=== pc_seq_param ===
pc_seq_param, placement density heat map:
The die is cut into 9 by 10 equal tiles; dark blue is low, red is high, 0 to 100% covered.
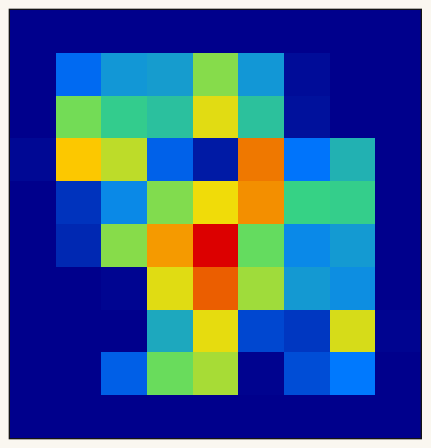

**config.mk**
```make
export PLATFORM = sky130hd
export DESIGN_NAME = pc_seq_param
export DESIGN_NICKNAME = d
export VERILOG_FILES = /design/src/rtl/pc_seq_param.sv
export SDC_FILE = /design/constraint.sdc
export NUM_CORES = 1
export LEC_CHECK = 0
export CORE_AREA = 5 5 42 44
export CTS_CLUSTER_SIZE = 12
export DETAILED_ROUTE_END_ITERATION = 7
export DIE_AREA = 0 0 47 49
export GPL_ROUTABILITY_DRIVEN = 0
export PLACE_DENSITY_LB_ADDON = 0.08
export SYNTH_ARGS = -nofsm -noshare
export SYNTH_HDL_FRONTEND = slang
export SYNTH_SLANG_ARGS = --single-unit
```
**constraint.sdc**
```tcl
create_clock -name clk -period 2.6 [get_ports clk]
set_clock_uncertainty 0.05 [all_clocks]
set_input_delay 0.52 -clock clk [delete_from_list [all_inputs] [get_ports clk]]
set_output_delay 0.52 -clock clk [all_outputs]
set_load 0.01 [all_outputs]
```
**src/rtl/pc_seq_param.sv**
```systemverilog
// -----------------------------------------------------------------------------
// pc_seq_param
//
// Parametrised program counter for the paper processor. It sits between the
// control decoder (jump strobes, JNO address) and instruction memory (select).
// Each clock edge selects exactly one action, highest priority first:
// halt request, return, call, qualified jump, increment by STEP, hold.
// A HALT state freezes the counter until resume is seen without halt_req.
//
// Optional feature macro: PC_RET_STACK_EN
//   defined   : STACK_DEPTH-entry LIFO of return addresses; call pushes
//               select+STEP and jumps to jno, ret pops into select.
//               Overflow/underflow set the sticky stack_err flag.
//   undefined : no stack storage. call is an unconditional jump to jno,
//               ret is ignored and stack_err is tied low.
//   The port list is identical in both builds.
//
// Parameters:
//   PC_W        counter / address width (>= 2)
//   STEP        increment per advance, taken modulo 2^PC_W
//   RESET_VEC   value loaded into select on reset
//   STACK_DEPTH return-stack entries (stack build only, >= 1)
//
// Ports:
//   clk        in   rising-edge clock
//   rst_n      in   asynchronous active-low reset
//   en         in   advance enable (increment when nothing else happens)
//   openpulse  in   jump strobe from control
//   enabled    in   JNO jump qualifier
//   ovf        in   overflow flag, jump only taken while 0
//   jno        in   jump / call target address
//   halt_req   in   enter HALT
//   resume     in   leave HALT
//   call       in   call strobe
//   ret        in   return strobe
//   select     out  current program address (registered)
//   halted     out  1 while the state is HALT (this is the FSM state bit)
//   wrapped    out  one-cycle pulse when an increment carries out
//   stack_err  out  sticky push-when-full / pop-when-empty flag
// -----------------------------------------------------------------------------
module pc_seq_param #(
    parameter int          PC_W        = 4,
    parameter int unsigned STEP        = 1,
    parameter int unsigned RESET_VEC   = 0,
    parameter int          STACK_DEPTH = 4
) (
    input  logic            clk,
    input  logic            rst_n,
    input  logic            en,
    input  logic            openpulse,
    input  logic            enabled,
    input  logic            ovf,
    input  logic [PC_W-1:0] jno,
    input  logic            halt_req,
    input  logic            resume,
    input  logic            call,
    input  logic            ret,
    output logic [PC_W-1:0] select,
    output logic            halted,
    output logic            wrapped,
    output logic            stack_err
);

    localparam logic [PC_W-1:0] STEP_V  = PC_W'(STEP);
    localparam logic [PC_W-1:0] RESET_V = PC_W'(RESET_VEC);
    // A STEP of 2^PC_W or more always carries out of the unbounded sum,
    // even though only its low PC_W bits change the address.
    localparam bit STEP_OVER = ((STEP >> PC_W) != 0);

    typedef enum logic {
        ST_RUN  = 1'b0,
        ST_HALT = 1'b1
    } state_t;

    state_t          r_state;
    logic [PC_W-1:0] r_select;
    logic            r_wrapped;

    logic [PC_W:0]   w_sum;
    logic            w_carry;
    logic            w_jump_take;

    assign w_sum       = {1'b0, r_select} + {1'b0, STEP_V};
    assign w_carry     = w_sum[PC_W] | STEP_OVER;
    assign w_jump_take = openpulse & enabled & ~ovf;

`ifdef PC_RET_STACK_EN
    localparam int PTR_W = $clog2(STACK_DEPTH + 1);
    localparam int IDX_W = (STACK_DEPTH > 1) ? $clog2(STACK_DEPTH) : 1;
    localparam logic [PTR_W-1:0] PTR_FULL = PTR_W'(STACK_DEPTH);

    // r_ptr counts occupied entries; the top of stack is entry r_ptr-1.
    logic [PC_W-1:0]  r_stack [STACK_DEPTH];
    logic [PTR_W-1:0] r_ptr;
    logic             r_stack_err;

    logic             w_full;
    logic             w_empty;
    logic             w_push;
    logic [IDX_W-1:0] w_push_idx;
    logic [IDX_W-1:0] w_pop_idx;

    assign w_full     = (r_ptr == PTR_FULL);
    assign w_empty    = (r_ptr == '0);
    assign w_push_idx = IDX_W'(r_ptr);
    assign w_pop_idx  = IDX_W'(r_ptr - PTR_W'(1));

    // Same qualification as the call branch of the state machine below:
    // running, no halt request, ret not competing, and room on the stack.
    assign w_push = (r_state == ST_RUN) & ~halt_req & ~ret & call & ~w_full;

    // Stack contents are don't-care after reset, so the storage has no reset.
    always_ff @(posedge clk) begin
        if (w_push) begin
            r_stack[w_push_idx] <= w_sum[PC_W-1:0];
        end
    end

    assign stack_err = r_stack_err;
`else
    localparam int UNUSED_STACK_DEPTH = STACK_DEPTH;
    logic w_unused_ret;
    assign w_unused_ret = ret;
    assign stack_err    = 1'b0;
`endif

    always_ff @(posedge clk or negedge rst_n) begin
        if (!rst_n) begin
            r_state   <= ST_RUN;
            r_select  <= RESET_V;
            r_wrapped <= 1'b0;
`ifdef PC_RET_STACK_EN
            r_ptr       <= '0;
            r_stack_err <= 1'b0;
`endif
        end else begin
            // wrapped is a pulse: only the carrying increment raises it.
            r_wrapped <= 1'b0;
            case (r_state)
                ST_RUN: begin
                    if (halt_req) begin
                        r_state <= ST_HALT;
                    end
`ifdef PC_RET_STACK_EN
                    else if (ret) begin
                        // ret beats call; an empty pop leaves select alone.
                        if (w_empty) begin
                            r_stack_err <= 1'b1;
                        end else begin
                            r_select <= r_stack[w_pop_idx];
                            r_ptr    <= r_ptr - PTR_W'(1);
                        end
                    end
                    else if (call) begin
                        // A full stack drops the push but the jump still happens.
                        if (w_full) begin
                            r_stack_err <= 1'b1;
                        end else begin
                            r_ptr <= r_ptr + PTR_W'(1);
                        end
                        r_select <= jno;
                    end
`else
                    else if (call) begin
                        r_select <= jno;
                    end
`endif
                    else if (w_jump_take) begin
                        r_select <= jno;
                    end
                    else if (en) begin
                        r_select  <= w_sum[PC_W-1:0];
                        r_wrapped <= w_carry;
                    end
                end
                ST_HALT: begin
                    // halt_req wins over resume; leaving HALT does not move select.
                    if (resume && !halt_req) begin
                        r_state <= ST_RUN;
                    end
                end
                default: begin
                    r_state <= ST_RUN;
                end
            endcase
        end
    end

    assign select  = r_select;
    assign halted  = (r_state == ST_HALT);
    assign wrapped = r_wrapped;

endmodule

```
=== io_ctrl ===
`config.mk`:
```
export PLATFORM = sky130hd
export DESIGN_NAME = io_ctrl
export DESIGN_NICKNAME = d
export VERILOG_FILES = /design/src/rtl/io_ctrl_pkg.sv /design/src/rtl/io_debounce.sv /design/src/rtl/io_ctrl.sv
export SDC_FILE = /design/constraint.sdc
export NUM_CORES = 1
export LEC_CHECK = 0
export ABC_CLOCK_PERIOD_IN_PS = 2900
export CORE_UTILIZATION = 62
export CTS_BUF_LIST = sky130_fd_sc_hd__clkbuf_2 sky130_fd_sc_hd__clkbuf_4 sky130_fd_sc_hd__clkbuf_8
export CTS_CLUSTER_SIZE = 40
export DETAILED_ROUTE_END_ITERATION = 8
export PLACE_DENSITY = 0.84
export RECOVER_POWER = 50
export SYNTH_ARGS = -nofsm -noshare
export SYNTH_HDL_FRONTEND = slang
export SYNTH_SLANG_ARGS = --single-unit
```
`constraint.sdc`:
```
create_clock -name CLK -period 2.9 [get_ports CLK]
set_input_delay 0.29 -clock CLK [delete_from_list [all_inputs] [get_ports CLK]]
set_output_delay 0.29 -clock CLK [all_outputs]
set_load 0.02 [all_outputs]
```
`src/rtl/io_ctrl_pkg.sv`:
```
// Shared processor constants for the memory-mapped I/O page.
// Holds register offsets, KEDGE bit indices and the miss pattern.
package io_ctrl_pkg;

    localparam logic [11:0] IO_PAGE  = 12'hFFF;

    localparam logic [15:0] IO_KDATA = 16'hFFF0;
    localparam logic [15:0] IO_SDATA = 16'hFFF2;
    localparam logic [15:0] IO_KEDGE = 16'hFFF4;
    localparam logic [15:0] IO_TIMER = 16'hFFF6;
    localparam logic [15:0] IO_HEX   = 16'hFFF8;
    localparam logic [15:0] IO_LEDR  = 16'hFFFA;
    localparam logic [15:0] IO_LEDG  = 16'hFFFC;
    localparam logic [15:0] IO_NONE  = 16'hFFFE;

    localparam logic [15:0] IO_MISS  = 16'hDEAD;

    localparam int KE_KEYS  = 4;
    localparam int KE_TIMER = 4;

    // Register slot selected by ADDR[3:1]
    typedef enum logic [2:0] {
        R_KDATA = 3'd0,
        R_SDATA = 3'd1,
        R_KEDGE = 3'd2,
        R_TIMER = 3'd3,
        R_HEX   = 3'd4,
        R_LEDR  = 3'd5,
        R_LEDG  = 3'd6,
        R_NONE  = 3'd7
    } io_reg_e;

endpackage

```
`src/rtl/io_debounce.sv`:
```
// One input bit: 2-flop synchronizer followed by a stability debouncer.
// Ports: clk, rst_n (async low), raw (async input), db (debounced level).
module io_debounce #(
    parameter int DB_CYCLES = 500000,
    parameter bit INV       = 1'b0
) (
    input  logic clk,
    input  logic rst_n,
    input  logic raw,
    output logic db
);

    localparam int CW = (DB_CYCLES > 1) ? $clog2(DB_CYCLES) : 1;
    localparam logic [CW-1:0] CMAX = CW'(DB_CYCLES - 1);

    logic [1:0]    sync;
    logic          cur;
    logic [CW-1:0] cnt;

    // Polarity fix-up sits after the synchronizer
    assign cur = sync[1] ^ INV;

    always_ff @(posedge clk or negedge rst_n) begin
        if (!rst_n) begin
            sync <= '0;
            cnt  <= '0;
            db   <= 1'b0;
        end else begin
            sync <= {sync[0], raw};
            if (cur == db) begin
                cnt <= '0;
            end else if (cnt == CMAX) begin
                db  <= cur;
                cnt <= '0;
            end else begin
                cnt <= cnt + 1'b1;
            end
        end
    end

endmodule

```
`src/rtl/io_ctrl.sv`:
```
// Memory-mapped I/O page: keys, switches, event flags, timer, displays.
// Ports: CLK, RESET_N, ADDR/WE/DIN/DOUT/SEL bus, KEY, SW, HEX, LEDR, LEDG.
module io_ctrl
    import io_ctrl_pkg::*;
#(
    parameter int DBITS       = 16,
    parameter int DB_CYCLES   = 500000,
    parameter int TICK_CYCLES = 50000
) (
    input  logic             CLK,
    input  logic             RESET_N,
    input  logic [DBITS-1:0] ADDR,
    input  logic             WE,
    input  logic [DBITS-1:0] DIN,
    output logic [DBITS-1:0] DOUT,
    output logic             SEL,
    input  logic [3:0]       KEY,
    input  logic [9:0]       SW,
    output logic [15:0]      HEX,
    output logic [9:0]       LEDR,
    output logic [7:0]       LEDG
);

    localparam int PW = (TICK_CYCLES > 1) ? $clog2(TICK_CYCLES) : 1;
    localparam logic [PW-1:0] PMAX = PW'(TICK_CYCLES - 1);

    io_reg_e          rsel;
    logic             wr;
    logic             wr_kedge;
    logic             wr_timer;
    logic [3:0]       kdata;
    logic [3:0]       kdata_q;
    logic [9:0]       sdata;
    logic [4:0]       kedge;
    logic [4:0]       kedge_n;
    logic [4:0]       clr;
    logic [DBITS-1:0] timer;
    logic [PW-1:0]    presc;
    logic             wrap;
    logic             expire;
    logic             unused_addr;

    assign unused_addr = ADDR[0];

    assign SEL      = (ADDR[15:4] == IO_PAGE);
    assign rsel     = io_reg_e'(ADDR[3:1]);
    assign wr       = WE && SEL;
    assign wr_kedge = wr && (rsel == R_KEDGE);
    assign wr_timer = wr && (rsel == R_TIMER);

    for (genvar i = 0; i < KE_KEYS; i++) begin : g_key
        io_debounce #(
            .DB_CYCLES(DB_CYCLES),
            .INV      (1'b1)
        ) u_db (
            .clk  (CLK),
            .rst_n(RESET_N),
            .raw  (KEY[i]),
            .db   (kdata[i])
        );
    end

    for (genvar i = 0; i < 10; i++) begin : g_sw
        io_debounce #(
            .DB_CYCLES(DB_CYCLES),
            .INV      (1'b0)
        ) u_db (
            .clk  (CLK),
            .rst_n(RESET_N),
            .raw  (SW[i]),
            .db   (sdata[i])
        );
    end

    assign wrap = (presc == PMAX);

    // A load in the same cycle suppresses the 1->0 transition
    assign expire = wrap && (timer == DBITS'(1)) && !wr_timer;

    // Sets are OR-ed in after the clear so a colliding set survives
    assign clr     = wr_kedge ? DIN[4:0] : 5'b0;
    assign kedge_n = (kedge & ~clr) | {expire, kdata & ~kdata_q};

    always_ff @(posedge CLK or negedge RESET_N) begin
        if (!RESET_N) begin
            kdata_q <= '0;
            kedge   <= '0;
            timer   <= '0;
            presc   <= '0;
            HEX     <= '0;
            LEDR    <= '0;
            LEDG    <= '0;
        end else begin
            kdata_q <= kdata;
            kedge   <= kedge_n;
            if (wr_timer) begin
                timer <= DIN;
                presc <= '0;
            end else begin
                presc <= wrap ? '0 : presc + 1'b1;
                if (wrap && (timer != '0)) begin
                    timer <= timer - 1'b1;
                end
            end
            if (wr && (rsel == R_HEX)) begin
                HEX <= DIN[15:0];
            end
            if (wr && (rsel == R_LEDR)) begin
                LEDR <= DIN[9:0];
            end
            if (wr && (rsel == R_LEDG)) begin
                LEDG <= DIN[7:0];
            end
        end
    end

    always_comb begin
        DOUT = '0;
        if (!SEL) begin
            DOUT = DBITS'(IO_MISS);
        end else begin
            unique case (rsel)
                R_KDATA: DOUT = DBITS'(kdata);
                R_SDATA: DOUT = DBITS'(sdata);
                R_KEDGE: DOUT = DBITS'(kedge);
                R_TIMER: DOUT = timer;
                R_HEX:   DOUT = DBITS'(HEX);
                R_LEDR:  DOUT = DBITS'(LEDR);
                R_LEDG:  DOUT = DBITS'(LEDG);
                R_NONE:  DOUT = '0;
            endcase
        end
    end

endmodule

```
=== tick_divider ===
`config.mk`:
```
export PLATFORM = sky130hd
export DESIGN_NAME = tick_divider
export DESIGN_NICKNAME = d
export VERILOG_FILES = /design/src/rtl/tick_divider.sv
export SDC_FILE = /design/constraint.sdc
export NUM_CORES = 1
export LEC_CHECK = 0
export ABC_AREA = 1
export CAP_MARGIN = 10
export CORE_AREA = 2 2 189 172
export CTS_CLUSTER_DIAMETER = 100
export CTS_CLUSTER_SIZE = 28
export DETAILED_ROUTE_END_ITERATION = 8
export DIE_AREA = 0 0 191 174
export PLACE_DENSITY = 0.77
export SKIP_LAST_GASP = 1
export SYNTH_ARGS = -nofsm -noshare
export SYNTH_HDL_FRONTEND = slang
export SYNTH_SLANG_ARGS = --single-unit
```
`constraint.sdc`:
```
create_clock -name clk -period 2.22 [get_ports clk]
set_input_delay 0.444 -clock clk [delete_from_list [all_inputs] [get_ports clk]]
set_output_delay 0.444 -clock clk [all_outputs]
set_load 0.05 [all_outputs]
```
`src/rtl/tick_divider.sv`:
```
// Purpose: NCH independent programmable tick dividers, each emitting a one-cycle enable pulse and a 50% square wave.
// Latency: tick/sq are registered, asserted on the edge where the counter reaches div-1; div_q is the live divisor register.
// Backpressure: none; run=0 freezes every counter and square wave, and suppresses ticks from the next edge on.
module tick_divider #(
    parameter int                     NCH      = 4,
    parameter int                     DIV_W    = 27,
    parameter logic [NCH*DIV_W-1:0]   DIV_INIT = {27'd100000000, 27'd25000000, 27'd50000000, 27'd100000}
) (
    input  logic                   clk,
    input  logic                   rst_n,
    input  logic                   run,
    input  logic                   sync,
    input  logic                   wr_en,
    input  logic [2:0]             wr_sel,
    input  logic [DIV_W-1:0]       wr_data,
    output logic [NCH-1:0]         tick,
    output logic [NCH-1:0]         sq,
    output logic [NCH*DIV_W-1:0]   div_q
);

    for (genvar i = 0; i < NCH; i++) begin : g_ch

        logic [DIV_W-1:0] div_r;
        logic [DIV_W-1:0] cnt_r;
        logic             tick_r;
        logic             sq_r;
        logic             wr_hit;
        logic             at_top;

        // A select of NCH or above never matches any channel index, so such writes fall through harmlessly.
        assign wr_hit = wr_en && (wr_sel == 3'(i));

        // Terminal count; only meaningful when div_r is non-zero (div_r == 0 is handled before this is used).
        assign at_top = (cnt_r == div_r - DIV_W'(1));

        // Divisor register: any write to this channel lands, even when sync overrides the counter side.
        always_ff @(posedge clk or negedge rst_n) begin
            if (!rst_n) begin
                div_r <= DIV_INIT[i*DIV_W +: DIV_W];
            end else if (wr_hit) begin
                div_r <= wr_data;
            end
        end

        // Counter, tick and square wave with sync > write > count priority.
        always_ff @(posedge clk or negedge rst_n) begin
            if (!rst_n) begin
                cnt_r  <= '0;
                tick_r <= 1'b0;
                sq_r   <= 1'b0;
            end else if (sync) begin
                cnt_r  <= '0;
                tick_r <= 1'b0;
                sq_r   <= 1'b0;
            end else if (wr_hit) begin
                // Restart the period so the next tick lands wr_data run-edges later; phase of sq is kept.
                cnt_r  <= '0;
                tick_r <= 1'b0;
            end else if (!run) begin
                tick_r <= 1'b0;
            end else if (div_r == '0) begin
                // Disabled channel: parked at zero, never ticks, square wave frozen.
                cnt_r  <= '0;
                tick_r <= 1'b0;
            end else if (at_top) begin
                cnt_r  <= '0;
                tick_r <= 1'b1;
                sq_r   <= ~sq_r;
            end else begin
                cnt_r  <= cnt_r + DIV_W'(1);
                tick_r <= 1'b0;
            end
        end

        assign tick[i]                    = tick_r;
        assign sq[i]                      = sq_r;
        assign div_q[i*DIV_W +: DIV_W]    = div_r;

    end

endmodule

```
tick_divider, clock distribution:
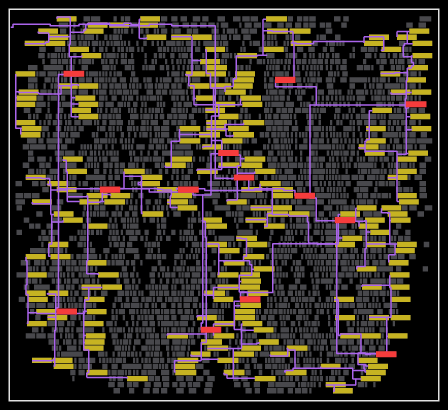
[purple] clock wires | length: 2800 um
[red] cells driving clock nets | count: 13
[yellow] flip-flops | count: 224
routed clock nets: 14
P_clk: 2.72 mW
Clock power frac: 17.6%
Clock Skew: 16.4 ps
Late-Pin Clk Latency: 510 ps

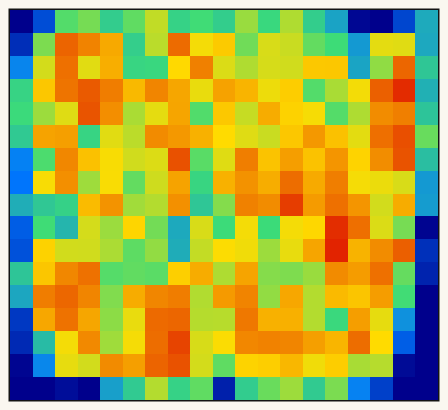
tick_divider: placement density heat map
The die is cut into 19 by 17 equal tiles; dark blue is low, red is high, 0 to 100% covered.
tiles over 75% full: 40%
nearly empty tiles: 4.3%
mean over tiles: 64%
fullest tile: 96%
final core utilization: 68.9%
CORE AREA: 31400 um^2
Initial Utilization: 52.2%

==> results_slide.txt, tick_divider <==
Implementation Results

Outcome
  – Outcome: finished with violations
  – Failing checks: setup timing

Setup path
  – Crit Reg-Reg Startpoint: g_ch[0].div_r[1]$_DFFE_PN0P_
  – Setup crit end kind: flip-flop
  – Critical Path Sink: g_ch[0].cnt_r[17]$_DFFE_PN0P_
  – R2r worst-path depth: 16
  – Crit Path Max Fanout: 8

Timing
  – Setup ws final: -200 ps
  – Final count of negative-setup-slack endpoints: 112

Routing
  – Post-Route M1 WL: 23800 um

Power
  – Sequential Power: 5.41 mW
  – Logic pwr share: 47.3%
  – Internal power: 8.48 mW

Synthesis
  – Post-synth seq share: 34.5%
  – Average size of a mapped cell: 6.90 um^2

Placement
  – I/O Buffers: 150

Floorplanning
  – Die area: 33200 um^2

Cells and area
  – Comb area: 10400 um^2

Clock network
  – CTS Buf Count: 13
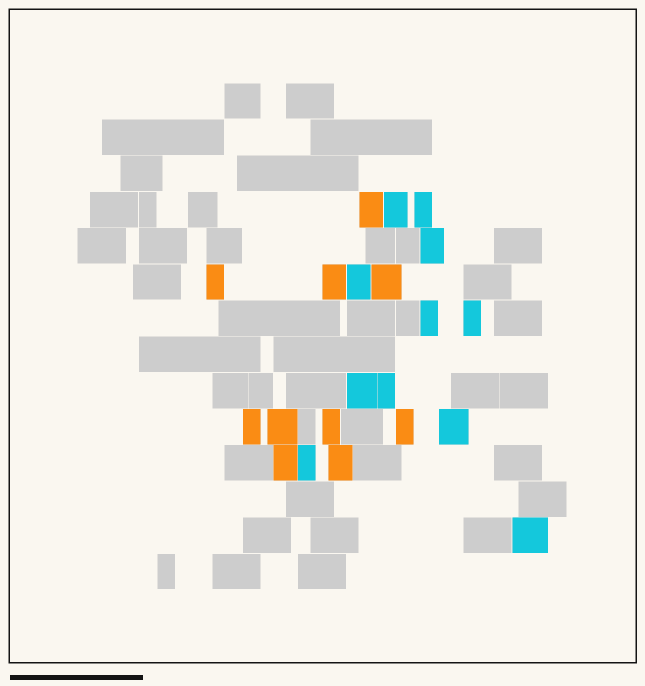
pc_seq_param: gate-type map
Scale bar: 10 um.
| colour | family | cells |
|---|---|---|
| cyan | NAND gates | 11 |
| orange | NOR gates | 10 |
most common logic cell in the routed design: clkdlybuf4s50_1
fin cells: 78
combinational share of cell area: 33.6%

About 'placement density heat map' of pc_seq_param:
tiles over 75% full: 6.7%
fullest tile: 100%
densest ninth of the die: centre
mean over tiles: 24%
nearly empty tiles: 47%
final core utilization: 40.9%
Initial Utilization: 26.3%

==> results_slide.txt, pc_seq_param <==
Implementation Results

Outcome
  – Outcome: completed

Power
  – Sw frac: 30.0%
  – Psw: 0.0998 mW

Worst hold path
  – Hold Crit Class: input pin to async pin

Timing
  – Worst hold margin: 471 ps

Setup path
  – Startpoint Class: flip-flop
  – R2r worst-path depth: 4
  – Crit Path Max Fanout: 6

Clock network
  – Post-CTS Hold Fix Bufs: 0

Cells and area
  – Comb area: 193 um^2
  – Max-area cell class: logic gates

Placement
  – DP HPWL: 735 um

Floorplanning
  – CORE AREA: 1400 um^2
  – IO Pins: 21

GRT
  – Initial antenna violation count: 0

Routing
  – Drt first pass iters: 2
  – Drt drc: 0
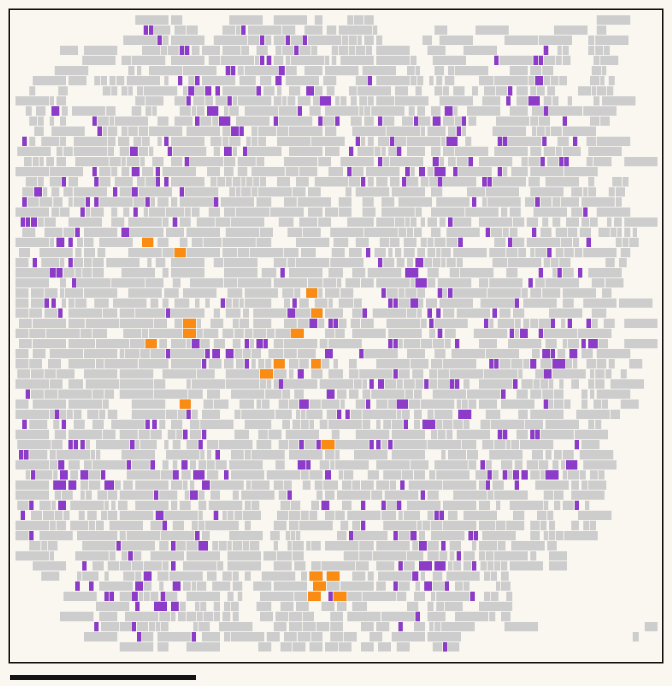
io_ctrl: gate-type map
Scale bar: 50 um.
| colour | family | cells | most used |
|---|---|---|---|
| orange | AND-OR and OR-AND gates | 18 | a22o_1 |
| purple | NOR gates | 332 | nor2_1 |
most common logic cell in the routed design: dfrtp_1
combinational share of cell area: 39.8%
fin cells: 2418

==> results_slide.txt, io_ctrl <==
Implementation Results

Worst hold path
  – Hold Crit Class: input pin to flip-flop

Placement
  – Cells after DPL: 2308
  – DP HPWL: 28500 um

Routing
  – Top sig layer: met4
  – Via count: 14748
  – Met3 routed WL: 2350 um
  – Drt first pass iters: 5

Setup path
  – CP cell instances: clkdlybuf4s50_1 -> and4_1 -> nand3_1 -> buf_4 -> inv_1 -> o21ai_1 -> clkdlybuf4s50_1
  – Critical Path Sink: DOUT[3]
  – Critical path class: input pin to output pin

Synthesis
  – Ys cells: 1853
  – Synth cell count leaders: 383 x dfrtp_1, 246 x nor2_1, 110 x nand2_1
  – Cell taking the most area after synthesis: dfrtp_1
  – Count of cell types in the netlist: 57
  – Post-synth seq share: 51.4%
  – Adder Area Share: 1.14%

Timing
  – Min Tclk post-route: 2800 ps
  – Max-slew violation count: 79
  – Slew HR: -37.4%
  – Fmax: 357 MHz
  – Clock Skew: 35.1 ps

Cells and area
  – Max FFs per register: 190
  – Signal buffers share of area: 5.99%
  – Final core utilization: 72.6%
  – Max-area cell class: flip-flops and latches
  – # nets final: 2047
  – Proportion of cell area occupied by registers: 44.6%

GRT
  – Top Usage Layer GRT: met2
  – First-pass GRT wire length: 70200 um

Outcome
  – Outcome: finished with violations
  – Failing checks: capacitance limit, slew limit

Clock network
  – CTS root buffer: clkbuf_8
  – Post-CTS Hold Fix Bufs: 1

Floorplanning
  – Tap cells: 390

Power
  – Internal power: 8.47 mW

Flow run
  – Max-Cap Viols: 1

=== ram_boot_loader ===
ram_boot_loader, routed metal, one colour a layer:
Scale bar: 20 um.
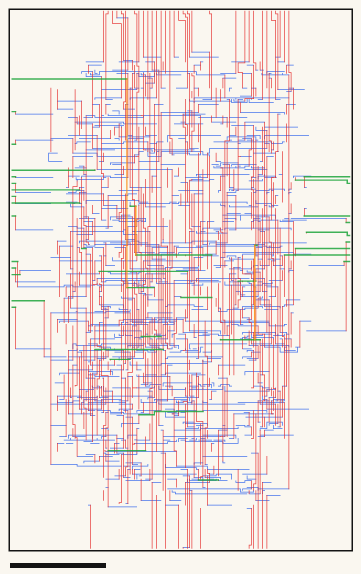
ram_boot_loader, placement density heat map:
The die is cut into 7 by 11 equal tiles; dark blue is low, red is high, 0 to 100% covered.
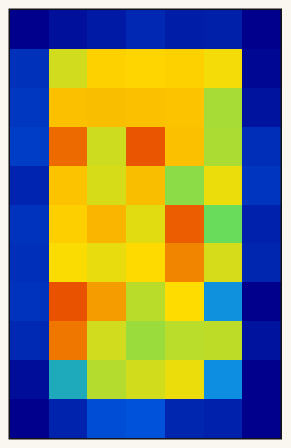
## src/rtl/ram_boot_loader.sv

```systemverilog
// Boot loader for the 256x16 data RAM: assembles a framed byte stream into words,
// writes them from address 0 upward, and hands the RAM port to the CPU once a frame checks out.
module ram_boot_loader #(
  parameter int          ADDR_W = 8,
  parameter int          DATA_W = 16,
  parameter logic [7:0]  MAGIC  = 8'hA5
) (
  input  logic              clk,
  input  logic              rst,
  input  logic              rx_valid,
  input  logic [7:0]        rx_data,
  output logic              rx_ready,
  input  logic              cpu_mem_read,
  input  logic              cpu_mem_write,
  input  logic [ADDR_W-1:0] cpu_addr,
  input  logic [DATA_W-1:0] cpu_wdata,
  output logic              ram_mem_read,
  output logic              ram_mem_write,
  output logic [ADDR_W-1:0] ram_addr,
  output logic [DATA_W-1:0] ram_wdata,
  output logic              cpu_stall,
  output logic              load_done,
  output logic              load_error,
  output logic [2:0]        dbg_state
);

  typedef enum logic [2:0] {
    IDLE  = 3'd0,
    COUNT = 3'd1,
    LO    = 3'd2,
    HI    = 3'd3,
    WRITE = 3'd4,
    CHECK = 3'd5,
    DONE  = 3'd6,
    ERROR = 3'd7
  } state_t;

  state_t            state, state_nx;
  logic [ADDR_W:0]   wptr, n_words, wptr_inc;
  logic [7:0]        sum, lo, hi;
  logic              accept, is_magic, waiting;

  // Handshake: a byte moves when rx_valid and rx_ready are both high on a rising edge.
  assign rx_ready  = (state != WRITE);
  assign accept    = rx_valid && rx_ready;
  assign is_magic  = (rx_data == MAGIC);
  assign waiting   = (state == IDLE) || (state == DONE) || (state == ERROR);
  assign wptr_inc  = wptr + {{ADDR_W{1'b0}}, 1'b1};
  assign dbg_state = state;

  always_comb begin
    state_nx = state;
    case (state)
      IDLE, DONE, ERROR: if (accept && is_magic) state_nx = COUNT;
      COUNT:             if (accept) state_nx = LO;
      LO:                if (accept) state_nx = HI;
      HI:                if (accept) state_nx = WRITE;
      WRITE:             state_nx = (wptr_inc == n_words) ? CHECK : LO;
      CHECK:             if (accept) state_nx = (rx_data == sum) ? DONE : ERROR;
      default:           state_nx = IDLE;
    endcase
  end

  // RAM port belongs to the CPU only in DONE; otherwise the loader drives it.
  always_comb begin
    cpu_stall     = 1'b1;
    ram_mem_read  = 1'b0;
    ram_mem_write = 1'b0;
    ram_addr      = '0;
    ram_wdata     = '0;
    if (state == DONE) begin
      cpu_stall     = 1'b0;
      ram_mem_read  = cpu_mem_read;
      ram_mem_write = cpu_mem_write;
      ram_addr      = cpu_addr;
      ram_wdata     = cpu_wdata;
    end else if (state == WRITE) begin
      ram_mem_write = 1'b1;
      ram_addr      = wptr[ADDR_W-1:0];
      ram_wdata     = {hi, lo};
    end
  end

  always_ff @(posedge clk or posedge rst) begin
    if (rst) begin
      state      <= IDLE;
      wptr       <= '0;
      n_words    <= '0;
      sum        <= '0;
      lo         <= '0;
      hi         <= '0;
      load_done  <= 1'b0;
      load_error <= 1'b0;
    end else begin
      state <= state_nx;
      if (waiting && accept && is_magic) begin
        wptr       <= '0;
        sum        <= '0;
        load_done  <= 1'b0;
        load_error <= 1'b0;
      end
      case (state)
        // A count byte of zero stands for a full 256-word image.
        COUNT: if (accept) n_words <= (rx_data == 8'd0) ? (ADDR_W+1)'(256)
                                                         : (ADDR_W+1)'(rx_data);
        LO: if (accept) begin
          lo  <= rx_data;
          sum <= sum + rx_data;
        end
        HI: if (accept) begin
          hi  <= rx_data;
          sum <= sum + rx_data;
        end
        WRITE: wptr <= wptr_inc;
        CHECK: if (accept) begin
          load_done  <= (rx_data == sum);
          load_error <= (rx_data != sum);
        end
        default: ;
      endcase
    end
  end

endmodule

```

## config.mk

```make
export PLATFORM = sky130hd
export DESIGN_NAME = ram_boot_loader
export DESIGN_NICKNAME = d
export VERILOG_FILES = /design/src/rtl/ram_boot_loader.sv
export SDC_FILE = /design/constraint.sdc
export NUM_CORES = 1
export LEC_CHECK = 0
export CORE_ASPECT_RATIO = 1.75
export CORE_MARGIN = 8
export CORE_UTILIZATION = 53
export DETAILED_ROUTE_END_ITERATION = 10
export PLACE_DENSITY_LB_ADDON = 0.15
export SLEW_MARGIN = 0
export SYNTH_ARGS = -nofsm -noshare
export SYNTH_HDL_FRONTEND = slang
export SYNTH_SLANG_ARGS = --single-unit
```

## constraint.sdc

```tcl
create_clock -name clk -period 7.1 [get_ports clk]
set_clock_uncertainty 0.2 [all_clocks]
set_input_delay 1.42 -clock clk [delete_from_list [all_inputs] [get_ports clk]]
set_output_delay 1.42 -clock clk [all_outputs]
set_load 0.01 [all_outputs]
```

==> results_slide.txt <==
Implementation Results

Cells and area
  – Layout cells sized above 1: 11.6%
  – Largest registers: n_words: 9 flops, wptr: 9 flops
  – Final Instance Area: 3640 um^2
  – Fin cells: 416

Clock network
  – Setup bufs post-CTS: 0
  – Clock buffer depth: 2

Synthesis
  – Post-synth seq share: 41.6%
  – Commonest flop: dfrtp_1
  – Chip Area, Yosys: 2830 um^2
  – Cell taking the most area after synthesis: dfrtp_1

Routing
  – Drt first pass iters: 4
  – Final ANT Viol Nets: 0

Power
  – Total power: 1.37 mW
  – Psw: 0.544 mW
  – Combinational cell power: 0.673 mW
  – Worst vdd ir: 0.216 mV

Flow run
  – Tool Warnings: 26
  – Max-Cap Viols: 0

Outcome
  – Outcome: completed

GRT
  – GR Layer Usage met2: 35.9%

Timing
  – Final period util: 61.4%

Setup path
  – CP bufs+invs: 1

Worst hold path
  – Hold path endpoint: sum[7]$_DFF_PP0_
Notes on 'routed metal, one colour a layer' of ram_boot_loader above:
| colour | layer | wire length |
|---|---|---|
| orange | met4 | 73.4 um |
| red | met2 | 4260 um |
| green | met3 | 261 um |
| blue | met1 | 2860 um |
total routed wirelength: 7450 um
WL/cell: 17.9 um
via count: 2449
GR Util All Layers: 19.0%

Notes on 'placement density heat map' of ram_boot_loader above:
fullest tile: 91%
mean over tiles: 45%
densest ninth of the die: centre
tiles over 75% full: 26%
nearly empty tiles: 9.1%
final core utilization: 69.9%
Initial Utilization: 54.3%



==> notes/layouts.md <==
Pictures saved along the way, in no particular order.

Routed metal, one colour a layer.
picture 1
Scale bar: 10 um.
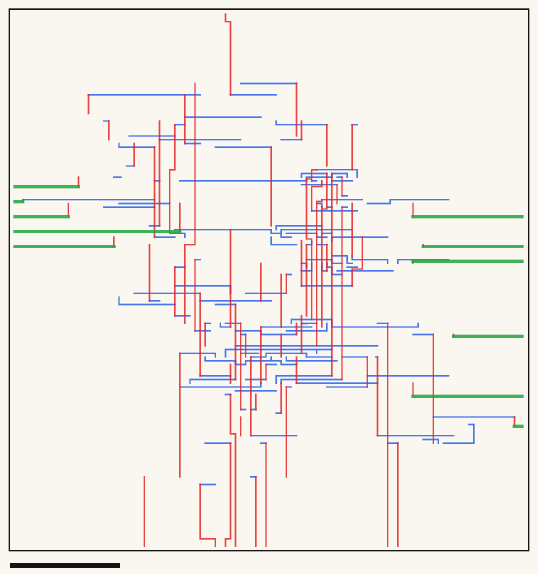
picture 2
Scale bar: 50 um.
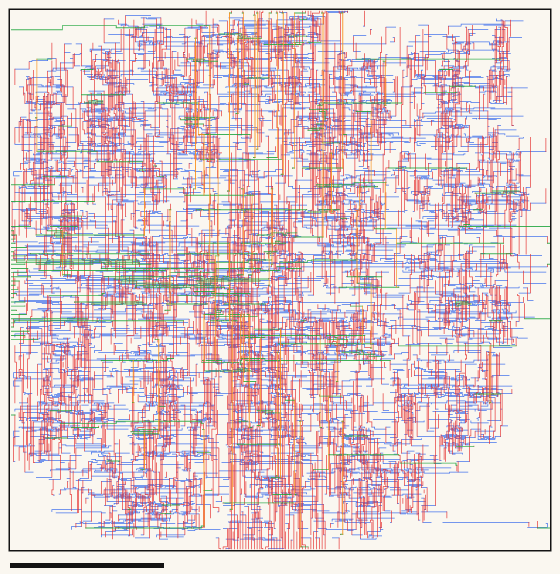
picture 3
Scale bar: 50 um.
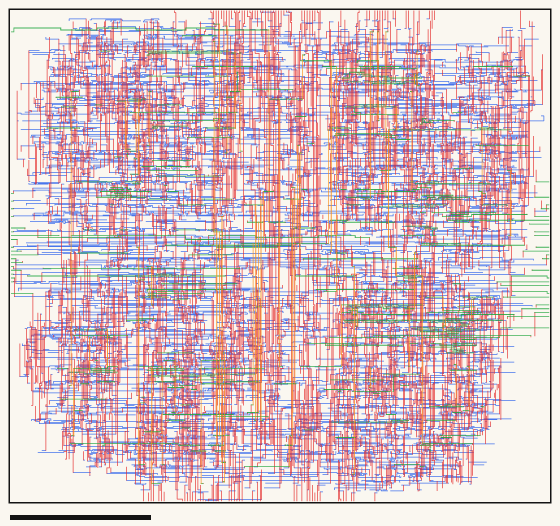
picture 3: tick_divider
picture 2: io_ctrl
picture 1: pc_seq_param

Key to picture 1:
| colour | layer | wire length |
|---|---|---|
| blue | met1 | 408 um |
| green | met3 | 80.7 um |
| red | met2 | 419 um |

Power is estimated from default activity; no workload was simulated.
